=== design 1 ===
==> config.mk <==
export PLATFORM = sky130hd
export DESIGN_NAME = ps2_key_fifo
export DESIGN_NICKNAME = d
export VERILOG_FILES = /design/src/rtl/ps2_key_fifo.sv
export SDC_FILE = /design/constraint.sdc
export NUM_CORES = 1
export LEC_CHECK = 0
export CAP_MARGIN = 20
export CORE_MARGIN = 2
export CORE_UTILIZATION = 36
export DETAILED_ROUTE_END_ITERATION = 10
export PLACE_DENSITY = 0.5
export REMOVE_ABC_BUFFERS = 1
export SYNTH_ARGS = -nofsm -noshare
export SYNTH_HDL_FRONTEND = slang
export SYNTH_SLANG_ARGS = --single-unit
==> constraint.sdc <==
create_clock -name clk -period 2.4 [get_ports clk]
set_clock_uncertainty 0.2 [all_clocks]
set_input_delay 0.24 -clock clk [delete_from_list [all_inputs] [get_ports clk]]
set_output_delay 0.24 -clock clk [all_outputs]
set_load 0.1 [all_outputs]
==> src/rtl/ps2_key_fifo.sv <==
// ps2_key_fifo -- PS/2 keyboard front end for the THCO CPU.
// Receives scan-code set 2 frames, tracks make/break/shift state, translates
// make codes to 7-bit ASCII and buffers them in a small FIFO read by the MMU.
//
// Parameters:
//   DEPTH   FIFO entries (power of two, >= 2)
//   TIMEOUT clk cycles without a ps2clk fall before a partial frame is dropped
// Ports:
//   clk      main clock, rising edge
//   rst      asynchronous active-low reset
//   ps2clk   raw keyboard clock (asynchronous)
//   ps2data  raw keyboard data (asynchronous)
//   pop      consumer strobe, removes the head entry
//   data     ASCII of the head entry, 0 when empty
//   status   1 when the FIFO holds at least one entry
//   overflow sticky drop flag, cleared by pop or reset
module ps2_key_fifo #(
  parameter int unsigned DEPTH   = 4,
  parameter int unsigned TIMEOUT = 4096
) (
  input  logic       clk,
  input  logic       rst,
  input  logic       ps2clk,
  input  logic       ps2data,
  input  logic       pop,
  output logic [6:0] data,
  output logic       status,
  output logic       overflow
);

  localparam int unsigned AW      = $clog2(DEPTH);
  localparam logic [15:0] IDLE_MAX = 16'(TIMEOUT);
  localparam logic [AW:0] PTR_ONE  = (AW+1)'(1);

  typedef enum logic [1:0] {
    IDLE,
    BREAK,
    EXT,
    EXT_BREAK
  } state_t;

  // ---------------------------------------------------------------- sync
  logic clk_s1, clk_s2, clk_prev;
  logic dat_s1, dat_s2;
  logic fall;

  always_ff @(posedge clk or negedge rst) begin
    if (!rst) begin
      clk_s1   <= 1'b1;
      clk_s2   <= 1'b1;
      clk_prev <= 1'b1;
      dat_s1   <= 1'b0;
      dat_s2   <= 1'b0;
    end else begin
      clk_s1   <= ps2clk;
      clk_s2   <= clk_s1;
      clk_prev <= clk_s2;
      dat_s1   <= ps2data;
      dat_s2   <= dat_s1;
    end
  end

  assign fall = clk_prev & ~clk_s2;

  // ------------------------------------------------------- frame receiver
  logic [3:0]  bit_cnt;
  logic [9:0]  shreg;     // start, D0..D7, parity
  logic [15:0] idle_cnt;
  logic        byte_vld;
  logic [7:0]  rx_byte;
  logic        frame_ok;

  // Checked while the stop bit is on the synchronised data line.
  assign frame_ok = ~shreg[0] & dat_s2 & (^shreg[9:1]);

  always_ff @(posedge clk or negedge rst) begin
    if (!rst) begin
      bit_cnt  <= '0;
      shreg    <= '0;
      idle_cnt <= '0;
      byte_vld <= 1'b0;
      rx_byte  <= '0;
    end else begin
      byte_vld <= 1'b0;
      if (fall) begin
        idle_cnt <= '0;
        if (bit_cnt == 4'd10) begin
          bit_cnt  <= '0;
          byte_vld <= frame_ok;
          rx_byte  <= shreg[8:1];
        end else begin
          shreg[bit_cnt] <= dat_s2;
          bit_cnt        <= bit_cnt + 4'd1;
        end
      end else if (bit_cnt != 4'd0) begin
        if (idle_cnt == IDLE_MAX) begin
          bit_cnt  <= '0;
          idle_cnt <= '0;
        end else begin
          idle_cnt <= idle_cnt + 16'd1;
        end
      end else begin
        idle_cnt <= '0;
      end
    end
  end

  // -------------------------------------------------------------- mapping
  logic [6:0] lc_char;
  logic       is_letter;
  logic       map_hit;
  logic [6:0] map_char;

  always_comb begin
    lc_char   = '0;
    is_letter = 1'b1;
    map_hit   = 1'b1;
    case (rx_byte)
      8'h1C: lc_char = 7'h61;  8'h32: lc_char = 7'h62;
      8'h21: lc_char = 7'h63;  8'h23: lc_char = 7'h64;
      8'h24: lc_char = 7'h65;  8'h2B: lc_char = 7'h66;
      8'h34: lc_char = 7'h67;  8'h33: lc_char = 7'h68;
      8'h43: lc_char = 7'h69;  8'h3B: lc_char = 7'h6A;
      8'h42: lc_char = 7'h6B;  8'h4B: lc_char = 7'h6C;
      8'h3A: lc_char = 7'h6D;  8'h31: lc_char = 7'h6E;
      8'h44: lc_char = 7'h6F;  8'h4D: lc_char = 7'h70;
      8'h15: lc_char = 7'h71;  8'h2D: lc_char = 7'h72;
      8'h1B: lc_char = 7'h73;  8'h2C: lc_char = 7'h74;
      8'h3C: lc_char = 7'h75;  8'h2A: lc_char = 7'h76;
      8'h1D: lc_char = 7'h77;  8'h22: lc_char = 7'h78;
      8'h35: lc_char = 7'h79;  8'h1A: lc_char = 7'h7A;
      default: begin
        is_letter = 1'b0;
        case (rx_byte)
          8'h45: lc_char = 7'h30;  8'h16: lc_char = 7'h31;
          8'h1E: lc_char = 7'h32;  8'h26: lc_char = 7'h33;
          8'h25: lc_char = 7'h34;  8'h2E: lc_char = 7'h35;
          8'h36: lc_char = 7'h36;  8'h3D: lc_char = 7'h37;
          8'h3E: lc_char = 7'h38;  8'h46: lc_char = 7'h39;
          8'h29: lc_char = 7'h20;  8'h5A: lc_char = 7'h0D;
          8'h66: lc_char = 7'h08;
          default: map_hit = 1'b0;
        endcase
      end
    endcase
  end

  // --------------------------------------------------------- decoder FSM
  state_t state, state_n;
  logic   shl, shr, shl_n, shr_n;
  logic   push;

  assign map_char = (is_letter && (shl || shr)) ? (lc_char - 7'h20) : lc_char;

  always_ff @(posedge clk or negedge rst) begin
    if (!rst) begin
      state <= IDLE;
      shl   <= 1'b0;
      shr   <= 1'b0;
    end else begin
      state <= state_n;
      shl   <= shl_n;
      shr   <= shr_n;
    end
  end

  always_comb begin
    state_n = state;
    shl_n   = shl;
    shr_n   = shr;
    push    = 1'b0;
    if (byte_vld) begin
      case (state)
        IDLE: begin
          if (rx_byte == 8'hF0) begin
            state_n = BREAK;
          end else if (rx_byte == 8'hE0) begin
            state_n = EXT;
          end else begin
            if (rx_byte == 8'h12) shl_n = 1'b1;
            if (rx_byte == 8'h59) shr_n = 1'b1;
            push = map_hit;
          end
        end
        BREAK: begin
          if (rx_byte == 8'h12) shl_n = 1'b0;
          if (rx_byte == 8'h59) shr_n = 1'b0;
          state_n = IDLE;
        end
        EXT:       state_n = (rx_byte == 8'hF0) ? EXT_BREAK : IDLE;
        EXT_BREAK: state_n = IDLE;
        default:   state_n = IDLE;
      endcase
    end
  end

  // ----------------------------------------------------------------- FIFO
  logic [6:0]  mem [DEPTH];
  logic [AW:0] wr_ptr, rd_ptr;
  logic        empty, full, do_pop, do_push;

  assign empty   = (wr_ptr == rd_ptr);
  assign full    = (wr_ptr[AW-1:0] == rd_ptr[AW-1:0]) && (wr_ptr[AW] != rd_ptr[AW]);
  assign do_pop  = pop && !empty;
  // A pop in the same cycle frees the slot, so a push at full still lands.
  assign do_push = push && (!full || do_pop);

  always_ff @(posedge clk) begin
    if (do_push) mem[wr_ptr[AW-1:0]] <= map_char;
  end

  always_ff @(posedge clk or negedge rst) begin
    if (!rst) begin
      wr_ptr   <= '0;
      rd_ptr   <= '0;
      overflow <= 1'b0;
    end else begin
      if (do_push) wr_ptr <= wr_ptr + PTR_ONE;
      if (do_pop)  rd_ptr <= rd_ptr + PTR_ONE;
      if (push && full && !do_pop)
        overflow <= 1'b1;
      else if (pop && !(push && full))
        overflow <= 1'b0;
    end
  end

  assign status = !empty;
  assign data   = empty ? '0 : mem[rd_ptr[AW-1:0]];

endmodule
Fig. 1: design 1, metal layers overlaid
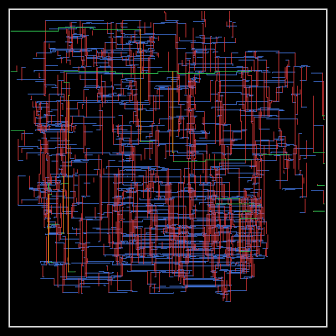
[orange] met4 | wire length: 203 um
[blue] met1 | wire length: 4860 um
[green] met3 | wire length: 239 um
[red] met2 | wire length: 5110 um
Avg WL per Cell: 14.8 um
DR vias: 3494
post-detailed-routing wire length: 10.4 mm
combined global-route utilization of all metal layers: 16.7%

==> out/README.md <==
| Stage | Result | Reported |
|:---|:---|:---|
| run status | Failing checks | setup timing |
| die | IO Pins | 14 |
| timing | Final count of negative-setup-slack endpoints | 30 |
| synth | Total of warnings raised by yosys | 0 |
| timing | Setup WS post-layout | -66.0 ps |
| die | Number of well taps | 172 |
| placement | Dpl hpwl | 7.58 mm |
| routing | Routed length on met3 | 239 um |
| run status | Outcome | finished with violations |
| timing | Transition at the pin with the smallest max-transition slack | 695 ps |
| timing | Accumulated negative setup slack | -1300 ps |
| final layout | Fraction of standard cell area in multi-input logic | 38.6% |
| synth | Async set-reset flop share out of synthesis | 66.3% |
| power and ir drop | Sequential power | 1770 uW |
| final layout | Final core occ | 49.7% |
[stage by stage]
step	power, uW	setup slack [ps]
CTS	4640	-45.4
global route	4910	-140
global placement	3310	-233
detailed placement	3330	-284
floorplan	2720	-407
finish	4610	-66.0
[kinds of logic (layout without fill, tap and decap cells)]
| kind of cell | after synthesis | after routing |
|---|---|---|
| buf+inv | 40 | 146 |
| mux | 20 | 20 |
| xor+xnor | 30 | 30 |
| fa+ha+maj | 8 | 8 |
| flops | 83 | 83 |
| simple gates | 172 | 172 |
| compound gates | 72 | 72 |

=== design 2 ===
## src/rtl/i2c_codec_responder_if.sv

```systemverilog
// I2C responder bus bundle: the two I2C lines, the ACK pull-down, the
// register-write report and the shadow-register read port.
`timescale 1ns/1ps
interface i2c_codec_responder_if;
  logic       i_scl;
  logic       i_sda;
  logic       o_sda_pull;
  logic       o_wr_valid;
  logic [6:0] o_wr_addr;
  logic [8:0] o_wr_data;
  logic       o_busy;
  logic       o_err;
  logic [3:0] i_rd_addr;
  logic [8:0] o_rd_data;

  modport slave (
    input  i_scl, i_sda, i_rd_addr,
    output o_sda_pull, o_wr_valid, o_wr_addr, o_wr_data, o_busy, o_err, o_rd_data
  );

  modport master (
    output i_scl, i_sda, i_rd_addr,
    input  o_sda_pull, o_wr_valid, o_wr_addr, o_wr_data, o_busy, o_err, o_rd_data
  );
endinterface

```

## src/rtl/i2c_codec_responder.sv

```systemverilog
// WM8731-style I2C target: oversamples SCL/SDA, decodes START/STOP,
// ACKs 3-byte write frames to DEV_ADDR and reports each write as a 7-bit
// register address plus 9-bit value.
// Optional feature macro: I2C_RESP_REGFILE_EN adds an 11-entry shadow
// register file readable through i_rd_addr/o_rd_data.
`timescale 1ns/1ps
module i2c_codec_responder #(
  parameter logic [6:0] DEV_ADDR    = 7'h1A,
  parameter int         SYNC_STAGES = 2
) (
  input  logic                 i_clk,
  input  logic                 i_rst_n,
  i2c_codec_responder_if.slave bus
);

  typedef enum logic [2:0] {
    IDLE, ADDR, ACK_A, BYTE1, ACK_1, BYTE2, ACK_2, IGNORE
  } state_t;

  state_t                 state, state_nxt;
  logic [SYNC_STAGES-1:0] scl_sync_p0, sda_sync_p0;
  logic                   scl_h_p1, sda_h_p1;
  logic [SYNC_STAGES:0]   vld_p0;
  logic                   scl_s, sda_s, settled;
  logic                   scl_rise, scl_fall, start_c, stop_c;
  logic [2:0]             cnt, cnt_nxt;
  logic [7:0]             sreg, sreg_nxt, byte1, byte1_nxt, byte_c;
  logic                   ack_on, ack_on_nxt, arm, arm_nxt, busy_nxt;
  logic                   frame_open, commit_c, err_c, commit_p1, err_p1;
  logic [6:0]             pend_addr_p1;
  logic [8:0]             pend_data_p1;

  // Synchronizer plus history stage; vld_p0 marks when the chain holds real
  // line values again after reset so no false START/STOP is decoded.
  always_ff @(posedge i_clk or negedge i_rst_n) begin
    if (!i_rst_n) begin
      scl_sync_p0 <= '1;
      sda_sync_p0 <= '1;
      scl_h_p1    <= 1'b1;
      sda_h_p1    <= 1'b1;
      vld_p0      <= '0;
    end else begin
      scl_sync_p0 <= {scl_sync_p0[SYNC_STAGES-2:0], bus.i_scl};
      sda_sync_p0 <= {sda_sync_p0[SYNC_STAGES-2:0], bus.i_sda};
      scl_h_p1    <= scl_sync_p0[SYNC_STAGES-1];
      sda_h_p1    <= sda_sync_p0[SYNC_STAGES-1];
      vld_p0      <= {vld_p0[SYNC_STAGES-1:0], 1'b1};
    end
  end

  assign scl_s    = scl_sync_p0[SYNC_STAGES-1];
  assign sda_s    = sda_sync_p0[SYNC_STAGES-1];
  assign settled  = vld_p0[SYNC_STAGES];
  assign scl_rise = settled &  scl_s & ~scl_h_p1;
  assign scl_fall = settled & ~scl_s &  scl_h_p1;
  assign start_c  = settled & scl_s & scl_h_p1 &  sda_h_p1 & ~sda_s;
  assign stop_c   = settled & scl_s & scl_h_p1 & ~sda_h_p1 &  sda_s;
  assign byte_c   = {sreg[6:0], sda_s};
  assign frame_open = (state == BYTE1) || (state == ACK_1) ||
                      (state == BYTE2) || (state == ACK_2);

  // Frame FSM: bit shifting, address match, ACK phasing and commit/error decisions.
  always_comb begin
    state_nxt  = state;
    cnt_nxt    = cnt;
    sreg_nxt   = sreg;
    byte1_nxt  = byte1;
    ack_on_nxt = ack_on;
    arm_nxt    = arm;
    busy_nxt   = bus.o_busy;
    commit_c   = 1'b0;
    err_c      = 1'b0;
    if (start_c) begin
      err_c      = frame_open;
      state_nxt  = ADDR;
      cnt_nxt    = 3'd0;
      busy_nxt   = 1'b1;
      ack_on_nxt = 1'b0;
      arm_nxt    = 1'b0;
    end else if (stop_c) begin
      err_c      = frame_open;
      state_nxt  = IDLE;
      busy_nxt   = 1'b0;
      ack_on_nxt = 1'b0;
      arm_nxt    = 1'b0;
    end else begin
      case (state)
        ADDR, BYTE1, BYTE2, IGNORE: begin
          if (scl_rise) begin
            sreg_nxt = byte_c;
            cnt_nxt  = cnt + 3'd1;
            if (cnt == 3'd7) begin
              if (state == ADDR) begin
                if (byte_c[7:1] != DEV_ADDR) begin
                  state_nxt = IGNORE;
                end else if (byte_c[0]) begin
                  // Reads are not supported by the codec: NACK and flag it.
                  state_nxt = IGNORE;
                  err_c     = 1'b1;
                end else begin
                  state_nxt = ACK_A;
                end
              end else if (state == BYTE1) begin
                byte1_nxt = byte_c;
                state_nxt = ACK_1;
              end else if (state == BYTE2) begin
                state_nxt = ACK_2;
              end else if (arm) begin
                // First surplus byte after a committed write.
                err_c   = 1'b1;
                arm_nxt = 1'b0;
              end
            end
          end
        end
        ACK_A, ACK_1, ACK_2: begin
          if (scl_fall) begin
            if (!ack_on) begin
              ack_on_nxt = 1'b1;
            end else begin
              ack_on_nxt = 1'b0;
              cnt_nxt    = 3'd0;
              if (state == ACK_A) begin
                state_nxt = BYTE1;
              end else if (state == ACK_1) begin
                state_nxt = BYTE2;
              end else begin
                state_nxt = IGNORE;
                commit_c  = 1'b1;
                arm_nxt   = 1'b1;
              end
            end
          end
        end
        default: ;
      endcase
    end
  end

  // FSM control registers and decision-stage pulses.
  always_ff @(posedge i_clk or negedge i_rst_n) begin
    if (!i_rst_n) begin
      state      <= IDLE;
      cnt        <= 3'd0;
      ack_on     <= 1'b0;
      arm        <= 1'b0;
      bus.o_busy <= 1'b0;
      commit_p1  <= 1'b0;
      err_p1     <= 1'b0;
    end else begin
      state      <= state_nxt;
      cnt        <= cnt_nxt;
      ack_on     <= ack_on_nxt;
      arm        <= arm_nxt;
      bus.o_busy <= busy_nxt;
      commit_p1  <= commit_c;
      err_p1     <= err_c;
    end
  end

  // Shift/byte data and the pending write captured as ACK_2 is left.
  always_ff @(posedge i_clk) begin
    sreg  <= sreg_nxt;
    byte1 <= byte1_nxt;
    if (commit_c) begin
      pend_addr_p1 <= byte1[7:1];
      pend_data_p1 <= {byte1[0], sreg};
    end
  end

  // Output stage: ACK pull-down, write report and error pulse.
  always_ff @(posedge i_clk or negedge i_rst_n) begin
    if (!i_rst_n) begin
      bus.o_sda_pull <= 1'b0;
      bus.o_wr_valid <= 1'b0;
      bus.o_err      <= 1'b0;
      bus.o_wr_addr  <= '0;
      bus.o_wr_data  <= '0;
    end else begin
      bus.o_sda_pull <= ack_on;
      bus.o_wr_valid <= commit_p1;
      bus.o_err      <= err_p1;
      if (commit_p1) begin
        bus.o_wr_addr <= pend_addr_p1;
        bus.o_wr_data <= pend_data_p1;
      end
    end
  end

`ifdef I2C_RESP_REGFILE_EN
  logic [8:0] regs [0:10];

  // Shadow register file: updated with o_wr_valid, cleared by a write to R15.
  always_ff @(posedge i_clk or negedge i_rst_n) begin
    if (!i_rst_n) begin
      for (int i = 0; i <= 10; i++) regs[i] <= '0;
      bus.o_rd_data <= '0;
    end else begin
      if (commit_p1) begin
        if (pend_addr_p1 == 7'd15) begin
          for (int i = 0; i <= 10; i++) regs[i] <= '0;
        end else if (pend_addr_p1 <= 7'd10) begin
          regs[pend_addr_p1[3:0]] <= pend_data_p1;
        end
      end
      bus.o_rd_data <= (bus.i_rd_addr <= 4'd10) ? regs[bus.i_rd_addr] : 9'd0;
    end
  end
`else
  logic unused_rd_addr;
  assign unused_rd_addr = ^bus.i_rd_addr;
  assign bus.o_rd_data  = '0;
`endif

endmodule

```

## src/flat_wrapper.sv

```systemverilog
// flat-port wrapper written by rule: the top's interface ports become plain ports
module i2c_codec_responder_flat 
#(
  parameter logic [6:0] DEV_ADDR    = 7'h1A,
  parameter int         SYNC_STAGES = 2
)
  (i_clk, i_rst_n, bus_i_scl, bus_i_sda, bus_i_rd_addr, bus_o_sda_pull, bus_o_wr_valid, bus_o_wr_addr, bus_o_wr_data, bus_o_busy, bus_o_err, bus_o_rd_data);
  i2c_codec_responder_if bus_i ();
  input  logic i_clk;
  input  logic i_rst_n;
  input wire logic [$bits(bus_i.i_scl)-1:0] bus_i_scl;
  input wire logic [$bits(bus_i.i_sda)-1:0] bus_i_sda;
  input wire logic [$bits(bus_i.i_rd_addr)-1:0] bus_i_rd_addr;
  output wire logic [$bits(bus_i.o_sda_pull)-1:0] bus_o_sda_pull;
  output wire logic [$bits(bus_i.o_wr_valid)-1:0] bus_o_wr_valid;
  output wire logic [$bits(bus_i.o_wr_addr)-1:0] bus_o_wr_addr;
  output wire logic [$bits(bus_i.o_wr_data)-1:0] bus_o_wr_data;
  output wire logic [$bits(bus_i.o_busy)-1:0] bus_o_busy;
  output wire logic [$bits(bus_i.o_err)-1:0] bus_o_err;
  output wire logic [$bits(bus_i.o_rd_data)-1:0] bus_o_rd_data;
  assign bus_i.i_scl = bus_i_scl;
  assign bus_i.i_sda = bus_i_sda;
  assign bus_i.i_rd_addr = bus_i_rd_addr;
  assign bus_o_sda_pull = bus_i.o_sda_pull;
  assign bus_o_wr_valid = bus_i.o_wr_valid;
  assign bus_o_wr_addr = bus_i.o_wr_addr;
  assign bus_o_wr_data = bus_i.o_wr_data;
  assign bus_o_busy = bus_i.o_busy;
  assign bus_o_err = bus_i.o_err;
  assign bus_o_rd_data = bus_i.o_rd_data;
  i2c_codec_responder #(.DEV_ADDR(DEV_ADDR), .SYNC_STAGES(SYNC_STAGES)) u_core (.i_clk(i_clk), .i_rst_n(i_rst_n), .bus(bus_i));
endmodule
```

## config.mk

```make
export PLATFORM = sky130hd
export DESIGN_NAME = i2c_codec_responder_flat
export DESIGN_NICKNAME = d
export VERILOG_FILES = /design/src/rtl/i2c_codec_responder_if.sv /design/src/rtl/i2c_codec_responder.sv /design/src/flat_wrapper.sv
export SDC_FILE = /design/constraint.sdc
export NUM_CORES = 1
export LEC_CHECK = 0
export ABC_CLOCK_PERIOD_IN_PS = 5000
export CORE_ASPECT_RATIO = 1.2
export CORE_MARGIN = 3
export CORE_UTILIZATION = 55
export CTS_CLUSTER_SIZE = 25
export DETAILED_ROUTE_END_ITERATION = 8
export GPL_TIMING_DRIVEN = 1
export PLACE_DENSITY = 0.82
export SLEW_MARGIN = 5
export SYNTH_ARGS = -nofsm -noshare
export SYNTH_HDL_FRONTEND = slang
export SYNTH_SLANG_ARGS = --single-unit
```

## constraint.sdc

```tcl
create_clock -name i_clk -period 5 [get_ports i_clk]
set_input_delay 0.75 -clock i_clk [delete_from_list [all_inputs] [get_ports i_clk]]
set_output_delay 0.75 -clock i_clk [all_outputs]
set_load 0.01 [all_outputs]
```

Fig. 2: design 2, congestion heat map
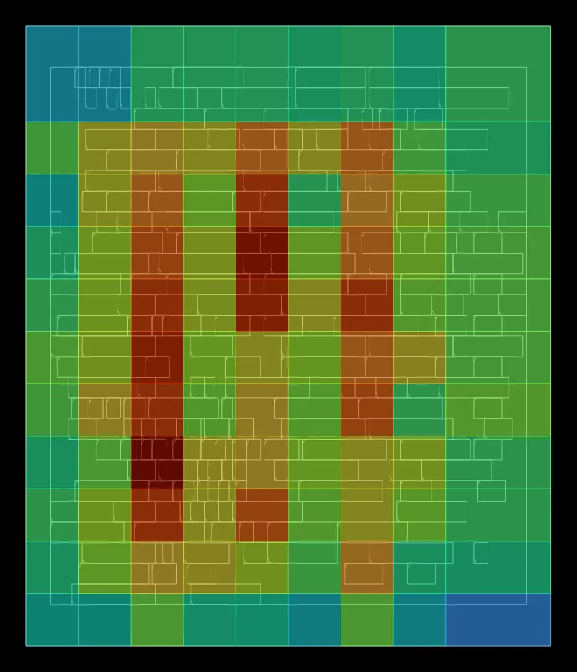
final core occ: 69.1%
most congested layer reported by global routing: met2
Avg WL per Cell: 15.6 um
GR Layer Usage met1: 18.9%
met3 track demand over resource: 3.69%

==> out/README.md <==
| Stage | Result | Reported |
|:---|:---|:---|
| final layout | Fraction of standard cell area in multi-input logic | 19.5% |
| timing | Share of the cycle needed by the critical path after routing | 45.4% |
| die | Die boundary height | 81.6 um |
| timing | Remaining max-slew budget at the tightest pin | 18.0% |
| timing | Accumulated negative setup slack | 0 ps |
| routing | Count of unresolved DRC violations after routing | 0 |
| grt | Global-route wire length before repair | 6.24 mm |
| grt | Pin count of the biggest net entering global routing | 40 |
| timing | Max-slew violation total from the final report | 0 |
| placement | Post-place setup slack | 2730 ps |
| final layout | Flop count | 71 |
| synth | Xor/xnor share | 1.00% |
| timing | Worst hold margin | 359 ps |
| power and ir drop | Sequential power | 646 uW |
| final layout | Number of inserted diodes | 0 |
| routing | DR vias | 1319 |
| power and ir drop | Combinational cell power | 48.5 uW |
| final layout | Non-clock buffering overhead | 7.37% |
| synth | Prevailing post-synth register cell | dfrtp_1 |
| synth | Area fraction in compound gates | 4.54% |
| grt | Met2 demand-to-capacity share in global routing | 25.4% |
| routing | Violation tally from detailed-route iteration zero | 81 |
| critical path | Top cell family by delay on the critical path | simple AND/OR/NAND/NOR gates |
| power and ir drop | PnR Total Power | 1170 uW |
| synth | Avg Inst Size Synth | 16.8 sq um |
| power and ir drop | Part of the power in the clock network | 40.8% |
| synth | Most area-consuming cells after synthesis | edfxtp_1, dfrtp_1, mux2_2 |
| final layout | Fill cells | 304 |
| synth | Async set-reset flop share out of synthesis | 54.9% |
| final layout | Nonclk inv count | 2 |
| final layout | Largest class | sequential cells |
| worst hold path | Kind of path behind the tightest hold check | reg2reg |
| synth | Area leader, netlist | edfxtp_1 |
| critical path | Maximum fanout encountered on the critical timing path | 14 |
| clock network | Total clock buffers created by CTS | 9 |
| grt | Via count of the first global-routing pass | 1298 |
| clock network | Clock root buffer | clkbuf_8 |
| placement | Dpl hpwl | 2.55 mm |
| routing | Routed vias/inst | 5.38 |
| clock network | CTS HTree Levels | 3 |
| power and ir drop | Power per Cell Area | 384 nW/um^2 |
| routing | Post-detailed-routing wire length | 3.83 mm |
| synth | Total of warnings raised by yosys | 0 |
| timing | Setup repair after global routing missed its margin | no |
| synth | Synthesis area per yosys | 2620 sq um |
| run status | Outcome | finished, final reports clean |
| final layout | Area of the multi-input gates | 597 sq um |
| placement | Count of port buffers added during placement | 23 |
| critical path | Critical path data arrival time | 2240 ps |
| synth | Basic Gates by Area | 7.22% |
| final layout | Final net count | 194 |
| clock network | Post-CTS resize count | 0 |
| critical path | Crit path capture type | flip-flop |
| timing | Transition at the pin with the smallest max-transition slack | 1220 ps |
| power and ir drop | Clock group power | 479 uW |
| clock network | Clock slew at the register clock pins of the worst setup and hold paths | 70 ps |
| synth | Top cells by count, synth | dfrtp_1, edfxtp_1, mux2_2, buf_4, nand2_1 |
| final layout | Number of non-clock buffers | 23 |
| grt | Combined global-route utilization of all metal layers | 15.8% |
| placement | Cells after DPL | 229 |
[final timing paths]
path	end	from	depth (start not counted)	slack, ps
max	u_core.byte1[0]	u_core.scl_sync_p0[1]	3	2730
min	u_core.bus.o_err	u_core.err_p1	0	360
max reg2reg	u_core.byte1[0]	u_core.scl_sync_p0[1]	3	2730
min reg2reg	u_core.bus.o_err	u_core.err_p1	0	360
max in group asynchronous	u_core.bus.o_wr_data[3]	i_rst_n	1	3950
min in group asynchronous	u_core.bus.o_wr_data[2]	i_rst_n	1	510

=== design 3 ===
===== src/rtl/pipelined_barrel_shifter.sv =====
// pipelined_barrel_shifter
// Fully pipelined barrel shifter with logical/arithmetic/rotate modes,
// valid/ready flow control and a lost-bits (sticky) flag.
// Stage k shifts by 2**k when shamt[k] is set, then registers the result.
// Optional feature macro: PIPELINED_BARREL_SHIFTER_STICKY_EN
//   defined   -> per-stage sticky accumulators, out_sticky is live
//   undefined -> no sticky state, out_sticky tied to 0
module pipelined_barrel_shifter #(
  parameter int WIDTH   = 24,
  parameter int SHIFT_W = 5,
  parameter int TAG_W   = 4
) (
  input  logic               clk,
  input  logic               rst_n,
  input  logic               in_valid,
  output logic               in_ready,
  input  logic [WIDTH-1:0]   in_data,
  input  logic [SHIFT_W-1:0] in_shamt,
  input  logic [1:0]         in_op,
  input  logic [TAG_W-1:0]   in_tag,
  output logic               out_valid,
  input  logic               out_ready,
  output logic [WIDTH-1:0]   out_data,
  output logic               out_sticky,
  output logic [TAG_W-1:0]   out_tag
);

  localparam int S = SHIFT_W;

  localparam logic [1:0] OP_SLL = 2'b00;
  localparam logic [1:0] OP_SRL = 2'b01;
  localparam logic [1:0] OP_SRA = 2'b10;
  localparam logic [1:0] OP_ROR = 2'b11;

  // Stage registers: element k is the output register of stage k.
  logic [S-1:0]       valid_q;
  logic [WIDTH-1:0]   data_q  [S];
  logic [1:0]         op_q    [S];
  logic [SHIFT_W-1:0] shamt_q [S];
  logic [TAG_W-1:0]   tag_q   [S];

  // Stage inputs (previous register, or the input port for stage 0).
  logic [S-1:0]       src_valid_s;
  logic [WIDTH-1:0]   src_data_s  [S];
  logic [1:0]         src_op_s    [S];
  logic [SHIFT_W-1:0] src_shamt_s [S];
  logic [TAG_W-1:0]   src_tag_s   [S];

  // Stage next-state data and load enables.
  logic [WIDTH-1:0]   data_d [S];
  logic [S-1:0]       load_s;

  // Route each stage's source: input port for stage 0, previous register otherwise.
  always_comb begin
    src_valid_s    = valid_q << 1;
    src_valid_s[0] = in_valid;
    src_data_s[0]  = in_data;
    src_op_s[0]    = in_op;
    src_shamt_s[0] = in_shamt;
    src_tag_s[0]   = in_tag;
    for (int k = 1; k < S; k++) begin
      src_data_s[k]  = data_q[k-1];
      src_op_s[k]    = op_q[k-1];
      src_shamt_s[k] = shamt_q[k-1];
      src_tag_s[k]   = tag_q[k-1];
    end
  end

  // Per-stage shift by 2**k when the stage's shamt bit is set.
  always_comb begin
    for (int k = 0; k < S; k++) begin
      data_d[k] = src_data_s[k];
      if (src_shamt_s[k][k]) begin
        case (src_op_s[k])
          OP_SLL: data_d[k] = src_data_s[k] << (32'd1 << k);
          OP_SRL: data_d[k] = src_data_s[k] >> (32'd1 << k);
          OP_SRA: data_d[k] = (src_data_s[k] >> (32'd1 << k))
                            | ({WIDTH{src_data_s[k][WIDTH-1]}} << (WIDTH - (32'd1 << k)));
          OP_ROR: data_d[k] = (src_data_s[k] >> (32'd1 << k))
                            | (src_data_s[k] << (WIDTH - (32'd1 << k)));
          default: data_d[k] = src_data_s[k];
        endcase
      end else begin
        data_d[k] = src_data_s[k];
      end
    end
  end

  // Stall chain: a stage loads when empty or when its contents move on.
  always_comb begin
    load_s        = '0;
    load_s[S-1]   = ~valid_q[S-1] | out_ready;
    for (int k = S - 2; k >= 0; k--) begin
      load_s[k] = ~valid_q[k] | load_s[k+1];
    end
  end

  assign in_ready = rst_n & load_s[0];

  // Pipeline registers: load on advance, hold when blocked, clear on reset.
  always_ff @(posedge clk) begin
    if (!rst_n) begin
      valid_q <= '0;
      for (int k = 0; k < S; k++) begin
        data_q[k]  <= '0;
        op_q[k]    <= '0;
        shamt_q[k] <= '0;
        tag_q[k]   <= '0;
      end
    end else begin
      for (int k = 0; k < S; k++) begin
        if (load_s[k]) begin
          valid_q[k] <= src_valid_s[k];
          data_q[k]  <= data_d[k];
          op_q[k]    <= src_op_s[k];
          shamt_q[k] <= src_shamt_s[k];
          tag_q[k]   <= src_tag_s[k];
        end
      end
    end
  end

  assign out_valid = valid_q[S-1];
  assign out_data  = data_q[S-1];
  assign out_tag   = tag_q[S-1];

`ifdef PIPELINED_BARREL_SHIFTER_STICKY_EN
  logic [S-1:0] sticky_q;
  logic [S-1:0] src_sticky_s;
  logic [S-1:0] lost_s;

  // Bits each stage discards: LSB end for right shifts, MSB end for left.
  always_comb begin
    src_sticky_s = sticky_q << 1;
    lost_s       = '0;
    for (int k = 0; k < S; k++) begin
      if (src_shamt_s[k][k]) begin
        case (src_op_s[k])
          OP_SLL:  lost_s[k] = |(src_data_s[k] >> (WIDTH - (32'd1 << k)));
          OP_SRL:  lost_s[k] = |(src_data_s[k] << (WIDTH - (32'd1 << k)));
          OP_SRA:  lost_s[k] = |(src_data_s[k] << (WIDTH - (32'd1 << k)));
          OP_ROR:  lost_s[k] = 1'b0;
          default: lost_s[k] = 1'b0;
        endcase
      end else begin
        lost_s[k] = 1'b0;
      end
    end
  end

  // Sticky accumulators follow the same load/hold/reset rules as the data.
  always_ff @(posedge clk) begin
    if (!rst_n) begin
      sticky_q <= '0;
    end else begin
      for (int k = 0; k < S; k++) begin
        if (load_s[k]) begin
          sticky_q[k] <= src_sticky_s[k] | lost_s[k];
        end
      end
    end
  end

  assign out_sticky = sticky_q[S-1];
`else
  assign out_sticky = 1'b0;
`endif

endmodule


===== config.mk =====
export PLATFORM = sky130hd
export DESIGN_NAME = pipelined_barrel_shifter
export DESIGN_NICKNAME = d
export VERILOG_FILES = /design/src/rtl/pipelined_barrel_shifter.sv
export SDC_FILE = /design/constraint.sdc
export NUM_CORES = 1
export LEC_CHECK = 0
export ABC_AREA = 0
export CORE_MARGIN = 5
export CORE_UTILIZATION = 50
export CTS_CLUSTER_DIAMETER = 30
export DETAILED_ROUTE_END_ITERATION = 7
export PLACE_DENSITY = 0.78
export SYNTH_ARGS = -nofsm -noshare
export SYNTH_HDL_FRONTEND = slang
export SYNTH_SLANG_ARGS = --single-unit

===== constraint.sdc =====
create_clock -name clk -period 2.87 [get_ports clk]
set_input_delay 0.574 -clock clk [delete_from_list [all_inputs] [get_ports clk]]
set_output_delay 0.574 -clock clk [all_outputs]
set_load 0.01 [all_outputs]

==> out/README.md <==
| Stage | Result | Reported |
|:---|:---|:---|
| run status | Outcome | finished, final reports clean |
| placement | Post-place instance area | 9230 sq um |
| die | IO Pins | 70 |
| job | Number of maximum-capacitance violations | 0 |
| final layout | MI comb cells | 480 |
| synth | Basic Gates by Area | 14.1% |
| routing | Uppermost signal routing layer after detailed routing | met4 |
| critical path | Crit-path most repeated cell | clkdlybuf4s50_1 |
| power and ir drop | Combinational share of power | 8.3% |
| grt | Initial antenna violation count | 0 |
| final layout | Fraction of standard cell area in multi-input logic | 32.9% |
| timing | Share of the cycle needed by the critical path after routing | 95.4% |
| final layout | Largest class | sequential cells |
| synth | Area fraction in compound gates | 14.2% |
| final layout | Clock buffer cells | 19 |
| synth | Async set-reset flop share out of synthesis | 0% |
| critical path | Capturing point of the worst reg2reg path | data_q[0][57] |
| routing | Tally of nets with antenna violations remaining after routing | 0 |
| clock network | Total clock buffers created by CTS | 17 |
| synth | Avg Inst Size Synth | 11.8 sq um |
| timing | Remaining max-slew budget at the tightest pin | 41.2% |
| clock network | Post-CTS resize count | 0 |
-- flip-flops by register name, indices dropped and copies added (netlist names) --
name     cells
data_q     120
shamt_q     10
op_q         8
tag_q       20
valid_q      5
-- power groups by stage --
stage,Sequential (uW),Combinational [uW],Clock (uW)
CTS,2800,474,2460
finish,2800,471,2410
detailed placement,2850,472,0
global route,2810,521,2580
global placement,2850,455,0
floorplan,2820,368,0
Fig. 3: design 3, congestion heat map
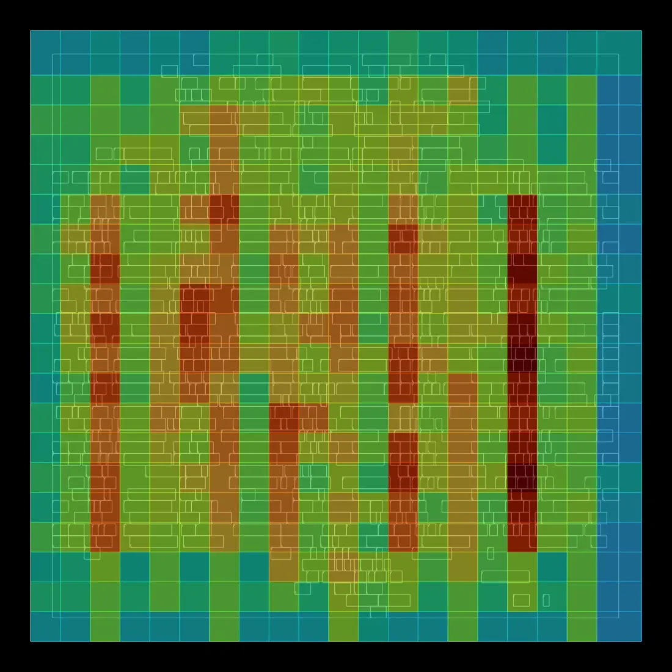
most congested layer reported by global routing: met2
met3 track demand over resource: 3.54%
final core occ: 57.7%
combined global-route utilization of all metal layers: 15.0%

Fig. 4: design 3, met2 routing
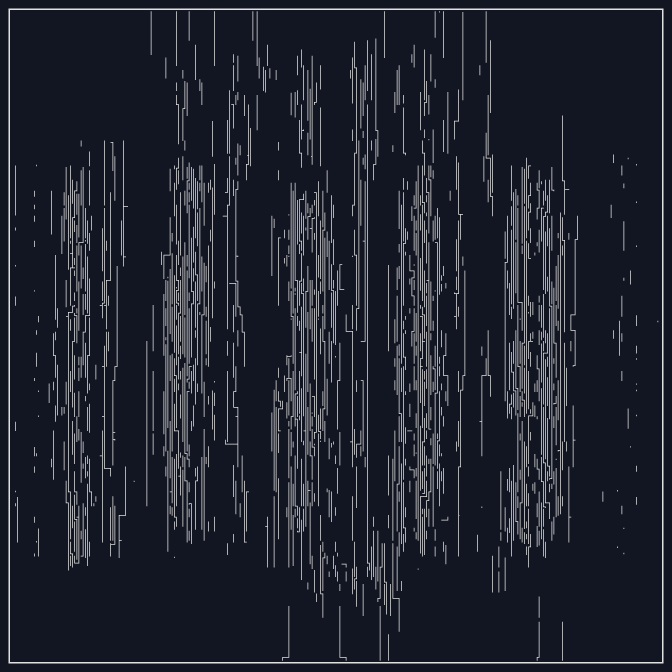
share of all routed wire: 52%
longest straight run: 99.5 um
main direction: vertical
nets with wire on the layer: 620
wire length on this layer: 7470 um
met2 demand-to-capacity share in global routing: 26.3%
DR vias: 5354
post-detailed-routing wire length: 14.2 mm

Fig. 5: design 3, gate families picked out
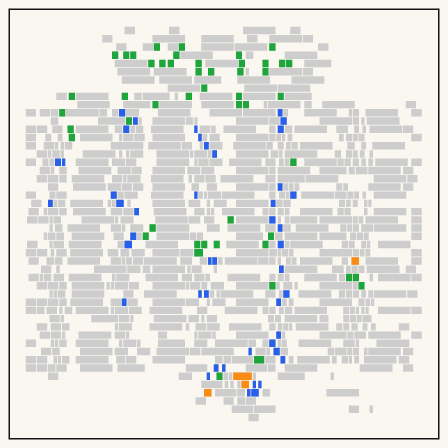
[orange] AND-OR and OR-AND gates | cells: 4 | where: bottom middle
[green] AND and OR gates | cells: 49
[blue] NAND gates | cells: 45


=== design 4 ===
Fig. 6: design 4, met2 routing
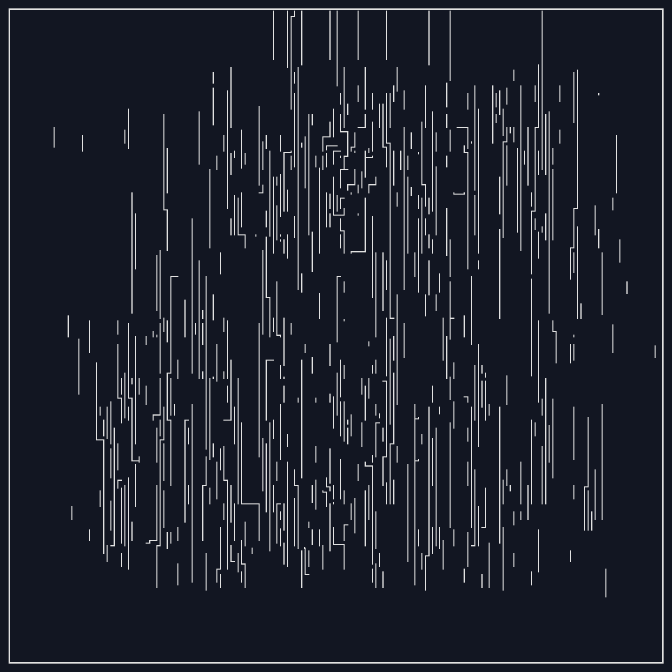
Fig. 7: design 4, metal layers overlaid
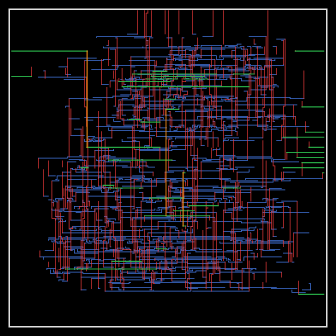
## config.mk

```make
export PLATFORM = sky130hd
export DESIGN_NAME = param_updown_counter
export DESIGN_NICKNAME = d
export VERILOG_FILES = /design/src/rtl/param_updown_counter.sv
export SDC_FILE = /design/constraint.sdc
export NUM_CORES = 1
export LEC_CHECK = 0
export ABC_AREA = 1
export CAP_MARGIN = 20
export CORE_MARGIN = 4
export CORE_UTILIZATION = 40
export CTS_CLUSTER_DIAMETER = 40
export DETAILED_ROUTE_END_ITERATION = 10
export HOLD_SLACK_MARGIN = 0.03
export SLEW_MARGIN = 20
export SYNTH_ARGS = -nofsm -noshare
export SYNTH_HDL_FRONTEND = slang
export SYNTH_SLANG_ARGS = --single-unit
```

## constraint.sdc

```tcl
create_clock -name clock_5 -period 2.1 [get_ports clock_5]
set_clock_uncertainty 0.2 [all_clocks]
set_input_delay 0.42 -clock clock_5 [delete_from_list [all_inputs] [get_ports clock_5]]
set_output_delay 0.42 -clock clock_5 [all_outputs]
set_load 0.02 [all_outputs]
```

## src/rtl/param_updown_counter.sv

```systemverilog
// Parametrised prescaled up/down counter with synchronised direction key,
// clamped synchronous load, programmable bounds and wrap/saturate/bounce modes.
module param_updown_counter #(
  parameter int WIDTH   = 8,
  parameter int DIV     = 5000000,
  parameter int MIN_VAL = 0,
  parameter int MAX_VAL = 255,
  parameter int MODE    = 0
) (
  input  logic             clock_5,
  input  logic             reset,
  input  logic             en,
  input  logic             up_down,
  input  logic             load,
  input  logic [WIDTH-1:0] load_val,
  output logic [WIDTH-1:0] count_out,
  output logic             tick,
  output logic             tc,
  output logic             dir_out
);

  localparam int PRE_W = (DIV > 1) ? $clog2(DIV) : 1;
  localparam logic [PRE_W-1:0] PRE_LAST = PRE_W'(DIV - 1);
  localparam logic [WIDTH-1:0] MIN_V = WIDTH'(MIN_VAL);
  localparam logic [WIDTH-1:0] MAX_V = WIDTH'(MAX_VAL);
  localparam logic signed [WIDTH:0] MIN_S = signed'({1'b0, MIN_V});
  localparam logic signed [WIDTH:0] MAX_S = signed'({1'b0, MAX_V});

  if (DIV < 1 || MIN_VAL < 0 || MIN_VAL >= MAX_VAL || MAX_VAL > (2 ** WIDTH) - 1 ||
      MODE < 0 || MODE > 2) begin : g_bad_params
    $error("param_updown_counter: illegal parameter combination");
  end

  // Bounds compared as zero-extended signed values so a zero MIN_VAL is not a
  // constant unsigned comparison.
  function automatic logic [WIDTH-1:0] clamp(input logic [WIDTH-1:0] v);
    logic signed [WIDTH:0] vs;
    vs = signed'({1'b0, v});
    if (vs < MIN_S)
      clamp = MIN_V;
    else if (vs > MAX_S)
      clamp = MAX_V;
    else
      clamp = v;
  endfunction

  logic                  key_p0;
  logic                  key_p1;
  logic [PRE_W-1:0]      prescale;
  logic                  dir_reg;
  logic                  dir_eff;
  logic signed [WIDTH:0] cnt_s;
  logic [WIDTH-1:0]      next_cnt;
  logic                  next_tc;
  logic                  next_dir;

  // Stage p0/p1: two-flop synchroniser for the asynchronous direction key
  always_ff @(posedge clock_5 or negedge reset) begin
    if (!reset) begin
      key_p0 <= 1'b1;
      key_p1 <= 1'b1;
    end else begin
      key_p0 <= up_down;
      key_p1 <= key_p0;
    end
  end

  assign dir_eff = (MODE == 2) ? dir_reg : key_p1;
  assign dir_out = dir_eff;

  // Next count, terminal flag and bounce direction for the coming tick
  always_comb begin
    cnt_s    = signed'({1'b0, count_out});
    next_cnt = count_out;
    next_tc  = 1'b0;
    next_dir = dir_reg;
    if (dir_eff) begin
      if (cnt_s >= MAX_S) begin
        next_tc = 1'b1;
        if (MODE == 0) begin
          next_cnt = MIN_V;
        end else if (MODE == 2) begin
          next_cnt = MAX_V - 1'b1;
          next_dir = 1'b0;
        end
      end else begin
        next_cnt = count_out + 1'b1;
      end
    end else begin
      if (cnt_s <= MIN_S) begin
        next_tc = 1'b1;
        if (MODE == 0) begin
          next_cnt = MAX_V;
        end else if (MODE == 2) begin
          next_cnt = MIN_V + 1'b1;
          next_dir = 1'b1;
        end
      end else begin
        next_cnt = count_out - 1'b1;
      end
    end
  end

  // Prescaler and count register; load overrides both tick and enable
  always_ff @(posedge clock_5 or negedge reset) begin
    if (!reset) begin
      prescale  <= '0;
      count_out <= MIN_V;
      tick      <= 1'b0;
      tc        <= 1'b0;
      dir_reg   <= 1'b1;
    end else if (load) begin
      prescale  <= '0;
      count_out <= clamp(load_val);
      tick      <= 1'b0;
      tc        <= 1'b0;
    end else if (en && prescale == PRE_LAST) begin
      prescale  <= '0;
      count_out <= next_cnt;
      tick      <= 1'b1;
      tc        <= next_tc;
      dir_reg   <= next_dir;
    end else begin
      if (en)
        prescale <= prescale + 1'b1;
      tick <= 1'b0;
      tc   <= 1'b0;
    end
  end

endmodule

```

==> out/README.md <==
| Stage | Result | Reported |
|:---|:---|:---|
| grt | GR Layer Usage met1 | 26.9% |
| job | OpenROAD warning count | 28 |
| placement | Dpl hpwl | 4.71 mm |
| run status | Outcome | finished, final reports clean |
| critical path | Start of the worst register-to-register path | count_out[0] |
| clock network | Clock slew at the register clock pins of the worst setup and hold paths | 70 ps |
| clock network | Clock tree sinks | 35 |
| routing | Count of unresolved DRC violations after routing | 0 |
| synth | Number of nets produced by synthesis | 378 |
| timing | Transition at the pin with the smallest max-transition slack | 463 ps |
| grt | Met2 demand-to-capacity share in global routing | 25.3% |
| die | IO Pins | 24 |
| timing | Highest clock frequency the design can meet | 487 MHz |
| timing | Final hold violation count | 0 |
| final layout | Final core occ | 51.3% |
| synth | Sequential element share of the synthesized area | 37.2% |
| timing | Accumulated negative setup slack | 0 ps |
| clock network | CTS HTree Levels | 2 |
| grt | Via count of the first global-routing pass | 2103 |
| timing | Final count of negative-setup-slack endpoints | 0 |
| critical path | Destination of the critical timing path | count_out[2] |
| critical path | Delay of the slowest critical-path stage | 660 ps |
| final layout | Largest Register | prescale |
| critical path | Bufs and invs on worst path | 1 |
| die | Die boundary height | 84.8 um |
| critical path | Capturing point of the worst reg2reg path | count_out[6] |
| job | Number of maximum-capacitance violations | 0 |
| power and ir drop | Leak pwr | 0.00134 uW |
| die | Cell Rows | 27 |
| power and ir drop | Part of the power in the clock network | 31.9% |
| synth | Area share of the leading cell type in the synthesized netlist | 35.0% |
| placement | Cells after DPL | 463 |
| synth | Prevailing post-synth register cell | dfrtp_1 |
| routing | Routed met2 length | 2.55 mm |
| critical path | Kind of critical path | reg2out |
About Fig. 6:
nets with wire on the layer: 320
share of all routed wire: 42%

About Fig. 7:
[green] met3 | wire length: 353 um
[orange] met4 | wire length: 68.7 um
[blue] met1 | wire length: 3070 um
[red] met2 | wire length: 2550 um
combined global-route utilization of all metal layers: 17.4%
Avg WL per Cell: 12.8 um

what timing repair did:
item                                    in CTS  in global routing
hold buffers                                 1                  0
endpoints found under the setup margin       0                 14
resized                                      0                  4
buffers inserted                             0                  1
endpoints found under the hold margin       33                  0
worst register-to-register path: cells and delay by family (launching register included):
family	cells	cell delay [ps]
simple gates	7	810
flops	1	400
fa+ha+maj	1	220
buf+inv	2	190
cell type report:
cell class | count | area [sq um]
clock buffer | 7 | 86.3
timing repair buffer | 39 | 363
fill | 607 | 2730
inverter | 39 | 146
clock inverter | 1 | 5.00
multi-input combinational | 280 | 1310
tap | 72 | 90.1
sequential | 35 | 878

=== design 5 ===
Fig. 8: design 5, met2 routing
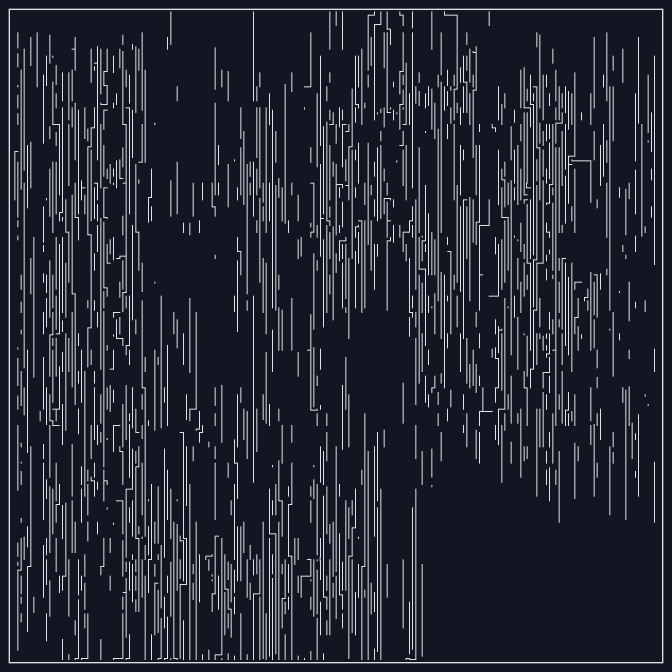
<file path="config.mk">
export PLATFORM = sky130hd
export DESIGN_NAME = ext_bus_arbiter
export DESIGN_NICKNAME = d
export VERILOG_FILES = /design/src/rtl/ext_bus_arbiter.sv
export SDC_FILE = /design/constraint.sdc
export NUM_CORES = 1
export LEC_CHECK = 0
export ABC_AREA = 1
export ABC_CLOCK_PERIOD_IN_PS = 2400
export CORE_UTILIZATION = 47
export CTS_CLUSTER_SIZE = 8
export DETAILED_ROUTE_END_ITERATION = 12
export GPL_TIMING_DRIVEN = 0
export PLACE_DENSITY = 0.95
export REMOVE_ABC_BUFFERS = 1
export SLEW_MARGIN = 20
export SYNTH_ARGS = -nofsm -noshare
export SYNTH_HDL_FRONTEND = slang
export SYNTH_SLANG_ARGS = --single-unit
export TNS_END_PERCENT = 50
</file>
<file path="constraint.sdc">
create_clock -name clk -period 2.4 [get_ports clk]
set_input_delay 0.48 -clock clk [delete_from_list [all_inputs] [get_ports clk]]
set_output_delay 0.48 -clock clk [all_outputs]
set_load 0.005 [all_outputs]
</file>
<file path="src/rtl/ext_bus_arbiter.sv">
// ext_bus_arbiter: shares the external memory-mapped bus between two masters.
//
// Grants one of two req/ack masters at a time with round-robin arbitration
// on contention. The granted command is registered onto the slave bus and
// held there until the slave signals s_rdy or a wait-state timeout aborts
// the access. Completion is reported to the owner as a one-cycle ack pulse,
// with err high on timeout.
//
// Ports:
//   clk, rst                 rising-edge clock, synchronous active-high reset
//   m0_* / m1_*              master request side: req, we, addr, wdata in;
//                            ack, err, rdata (registered) out
//   s_re, s_we, s_addr,      slave command, all registered
//   s_wdata
//   s_rdata, s_rdy           slave read data and completion
//   busy, owner              arbiter occupied / index of the granted master
module ext_bus_arbiter #(
  parameter int unsigned ADDR_W  = 16,
  parameter int unsigned DATA_W  = 16,
  parameter int unsigned TIMEOUT = 15
) (
  input  logic              clk,
  input  logic              rst,

  input  logic              m0_req,
  input  logic              m0_we,
  input  logic [ADDR_W-1:0] m0_addr,
  input  logic [DATA_W-1:0] m0_wdata,
  output logic              m0_ack,
  output logic              m0_err,
  output logic [DATA_W-1:0] m0_rdata,

  input  logic              m1_req,
  input  logic              m1_we,
  input  logic [ADDR_W-1:0] m1_addr,
  input  logic [DATA_W-1:0] m1_wdata,
  output logic              m1_ack,
  output logic              m1_err,
  output logic [DATA_W-1:0] m1_rdata,

  output logic              s_re,
  output logic              s_we,
  output logic [ADDR_W-1:0] s_addr,
  output logic [DATA_W-1:0] s_wdata,
  input  logic [DATA_W-1:0] s_rdata,
  input  logic              s_rdy,

  output logic              busy,
  output logic              owner
);

  // Wide enough to hold TIMEOUT; the counter stops at TIMEOUT-1 so it never wraps.
  localparam int unsigned CNT_W = (TIMEOUT + 1 > 2) ? $clog2(TIMEOUT + 1) : 1;

  typedef enum logic [1:0] {
    IDLE   = 2'd0,
    ACCESS = 2'd1,
    DONE   = 2'd2
  } state_t;

  state_t            state, state_n;
  logic              last, last_n;
  logic [CNT_W-1:0]  wait_cnt, wait_cnt_n;

  logic              m0_ack_n, m1_ack_n, m0_err_n, m1_err_n;
  logic [DATA_W-1:0] m0_rdata_n, m1_rdata_n;
  logic              s_re_n, s_we_n;
  logic [ADDR_W-1:0] s_addr_n;
  logic [DATA_W-1:0] s_wdata_n;
  logic              busy_n, owner_n;
  logic              grant;
  logic              finish;
  logic              timed_out;

  // State and output registers.
  always_ff @(posedge clk) begin
    if (rst) begin
      state    <= IDLE;
      last     <= 1'b1;
      wait_cnt <= '0;
      m0_ack   <= 1'b0;
      m1_ack   <= 1'b0;
      m0_err   <= 1'b0;
      m1_err   <= 1'b0;
      m0_rdata <= '0;
      m1_rdata <= '0;
      s_re     <= 1'b0;
      s_we     <= 1'b0;
      s_addr   <= '0;
      s_wdata  <= '0;
      busy     <= 1'b0;
      owner    <= 1'b0;
    end else begin
      state    <= state_n;
      last     <= last_n;
      wait_cnt <= wait_cnt_n;
      m0_ack   <= m0_ack_n;
      m1_ack   <= m1_ack_n;
      m0_err   <= m0_err_n;
      m1_err   <= m1_err_n;
      m0_rdata <= m0_rdata_n;
      m1_rdata <= m1_rdata_n;
      s_re     <= s_re_n;
      s_we     <= s_we_n;
      s_addr   <= s_addr_n;
      s_wdata  <= s_wdata_n;
      busy     <= busy_n;
      owner    <= owner_n;
    end
  end

  // Next-state and next-output logic.
  always_comb begin
    state_n    = state;
    last_n     = last;
    wait_cnt_n = wait_cnt;
    m0_ack_n   = 1'b0;
    m1_ack_n   = 1'b0;
    m0_err_n   = 1'b0;
    m1_err_n   = 1'b0;
    m0_rdata_n = m0_rdata;
    m1_rdata_n = m1_rdata;
    s_re_n     = s_re;
    s_we_n     = s_we;
    s_addr_n   = s_addr;
    s_wdata_n  = s_wdata;
    busy_n     = busy;
    owner_n    = owner;
    grant      = 1'b0;
    finish     = 1'b0;
    timed_out  = 1'b0;

    case (state)
      IDLE: begin
        if (m0_req || m1_req) begin
          // On contention the master that did not own the bus last wins.
          grant      = (m0_req && m1_req) ? ~last : m1_req;
          owner_n    = grant;
          s_addr_n   = grant ? m1_addr  : m0_addr;
          s_wdata_n  = grant ? m1_wdata : m0_wdata;
          s_we_n     = grant ? m1_we    : m0_we;
          s_re_n     = grant ? ~m1_we   : ~m0_we;
          wait_cnt_n = '0;
          busy_n     = 1'b1;
          state_n    = ACCESS;
        end
      end

      ACCESS: begin
        // s_rdy is checked first so a late ready on the last cycle still succeeds.
        if (s_rdy) begin
          finish = 1'b1;
          if (s_re) begin
            if (owner) m1_rdata_n = s_rdata;
            else       m0_rdata_n = s_rdata;
          end
        end else if (wait_cnt == CNT_W'(TIMEOUT - 1)) begin
          finish    = 1'b1;
          timed_out = 1'b1;
          if (s_re) begin
            if (owner) m1_rdata_n = '1;
            else       m0_rdata_n = '1;
          end
        end else begin
          wait_cnt_n = wait_cnt + CNT_W'(1);
        end

        if (finish) begin
          s_re_n  = 1'b0;
          s_we_n  = 1'b0;
          state_n = DONE;
          if (owner) begin
            m1_ack_n = 1'b1;
            m1_err_n = timed_out;
          end else begin
            m0_ack_n = 1'b1;
            m0_err_n = timed_out;
          end
        end
      end

      DONE: begin
        last_n  = owner;
        busy_n  = 1'b0;
        state_n = IDLE;
      end

      default: begin
        s_re_n  = 1'b0;
        s_we_n  = 1'b0;
        busy_n  = 1'b0;
        state_n = IDLE;
      end
    endcase
  end

endmodule
</file>
==> out/README.md <==
| Stage | Result | Reported |
|:---|:---|:---|
| run status | Outcome | finished, final reports clean |
| synth | Sequential element share of the synthesized area | 39.6% |
| clock network | Post-CTS resize count | 1 |
| critical path | Register-to-Register Path Depth | 5 |
| final layout | Flop share of the area | 27.5% |
| critical path | Capturing point of the worst reg2reg path | s_wdata[5] |
| power and ir drop | Power per Cell Area | 564 nW/um^2 |
| critical path | Crit path capture type | flip-flop |
| grt | Via count of the first global-routing pass | 4258 |
| synth | Area fraction in compound gates | 5.13% |
| critical path | Launching instance or port of the critical path | m1_req |
| clock network | Total clock buffers created by CTS | 9 |
| final layout | Largest class | multi-input combinational cells |
| clock network | TritonCTS clock tree | yes |
| synth | Synthesis area per yosys | 4000 sq um |
| routing | Drt pass-1 iters | 5 |
| clock network | Clock root buffer | clkbuf_8 |
| timing | Highest clock frequency the design can meet | 450 MHz |
| synth | Most area-consuming cells after synthesis | dfxtp_1, nand2_1, inv_1 |
| timing | Remaining max-slew budget at the tightest pin | 39.7% |
| clock network | CTS HTree Levels | 3 |
| clock network | Clock slew at the register clock pins of the worst setup and hold paths | 70 ps |
| power and ir drop | Internal Power | 2330 uW |
| worst hold path | Number of instances on the worst hold path | 2 |
Notes on Fig. 8 above:
longest straight run: 40.1 um
share of all routed wire: 49%
DR vias: 4333
met2 demand-to-capacity share in global routing: 47.9%
post-detailed-routing wire length: 11.3 mm

## critical path, stage by stage
cell     delay [ps]
buf_2           540
inv_1            90
nand2_1          90
nand2_2         460
inv_4           500
nand3_1         130
a21oi_1         160
## per-layer routing
metal	GRT usage [%]	vias up	routed length (um)
li1	-	2150	-
met1	29.9	1950	4360
met2	47.9	202	5590
met3	7.69	31	974
met4	13.6	0	397
met5	0	-	0
## registers in the layout, indices dropped and copies added, names as in the netlist, 2 cells and up
signal / flops
s_wdata: 16
m1_rdata: 16
state: 2
s_addr: 16
wait_cnt: 4
m0_rdata: 16


==> gallery <==
Gate families picked out.
Plate I
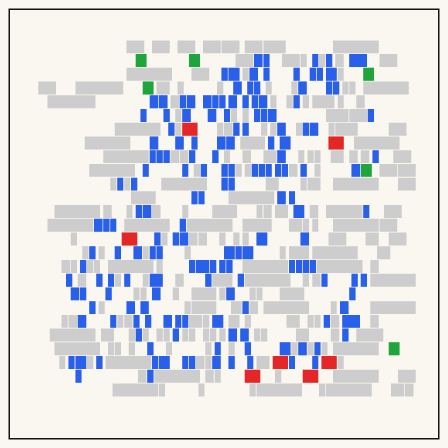
Plate II
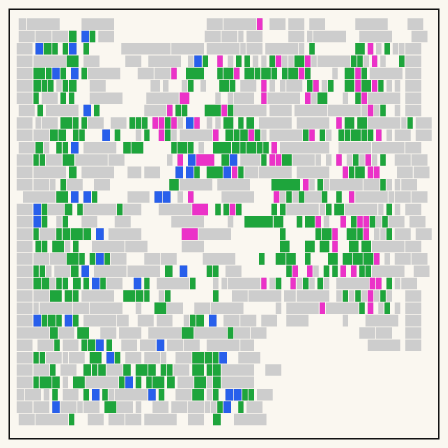
Plate III
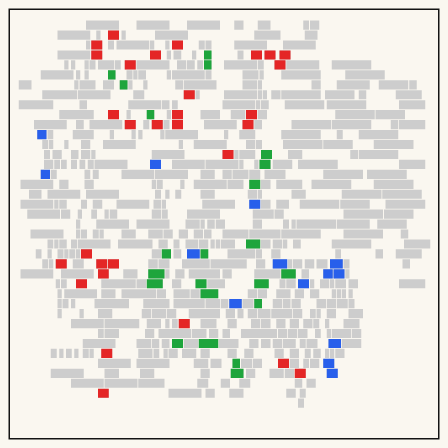
Plate IV
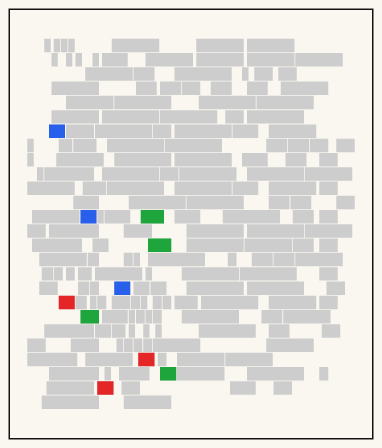
- fewest cells: Plate IV
- most cells: Plate II
| picture | from |
|---|---|
| Plate IV | design 2 |
| Plate III | design 1 |
| Plate I | design 4 |
| Plate II | design 5 |

Key to Plate I:
[red] XOR/XNOR gates | cells: 7
[blue] NAND gates | cells: 167
[green] AND and OR gates | cells: 6

Power is estimated from default activity; no workload was simulated.
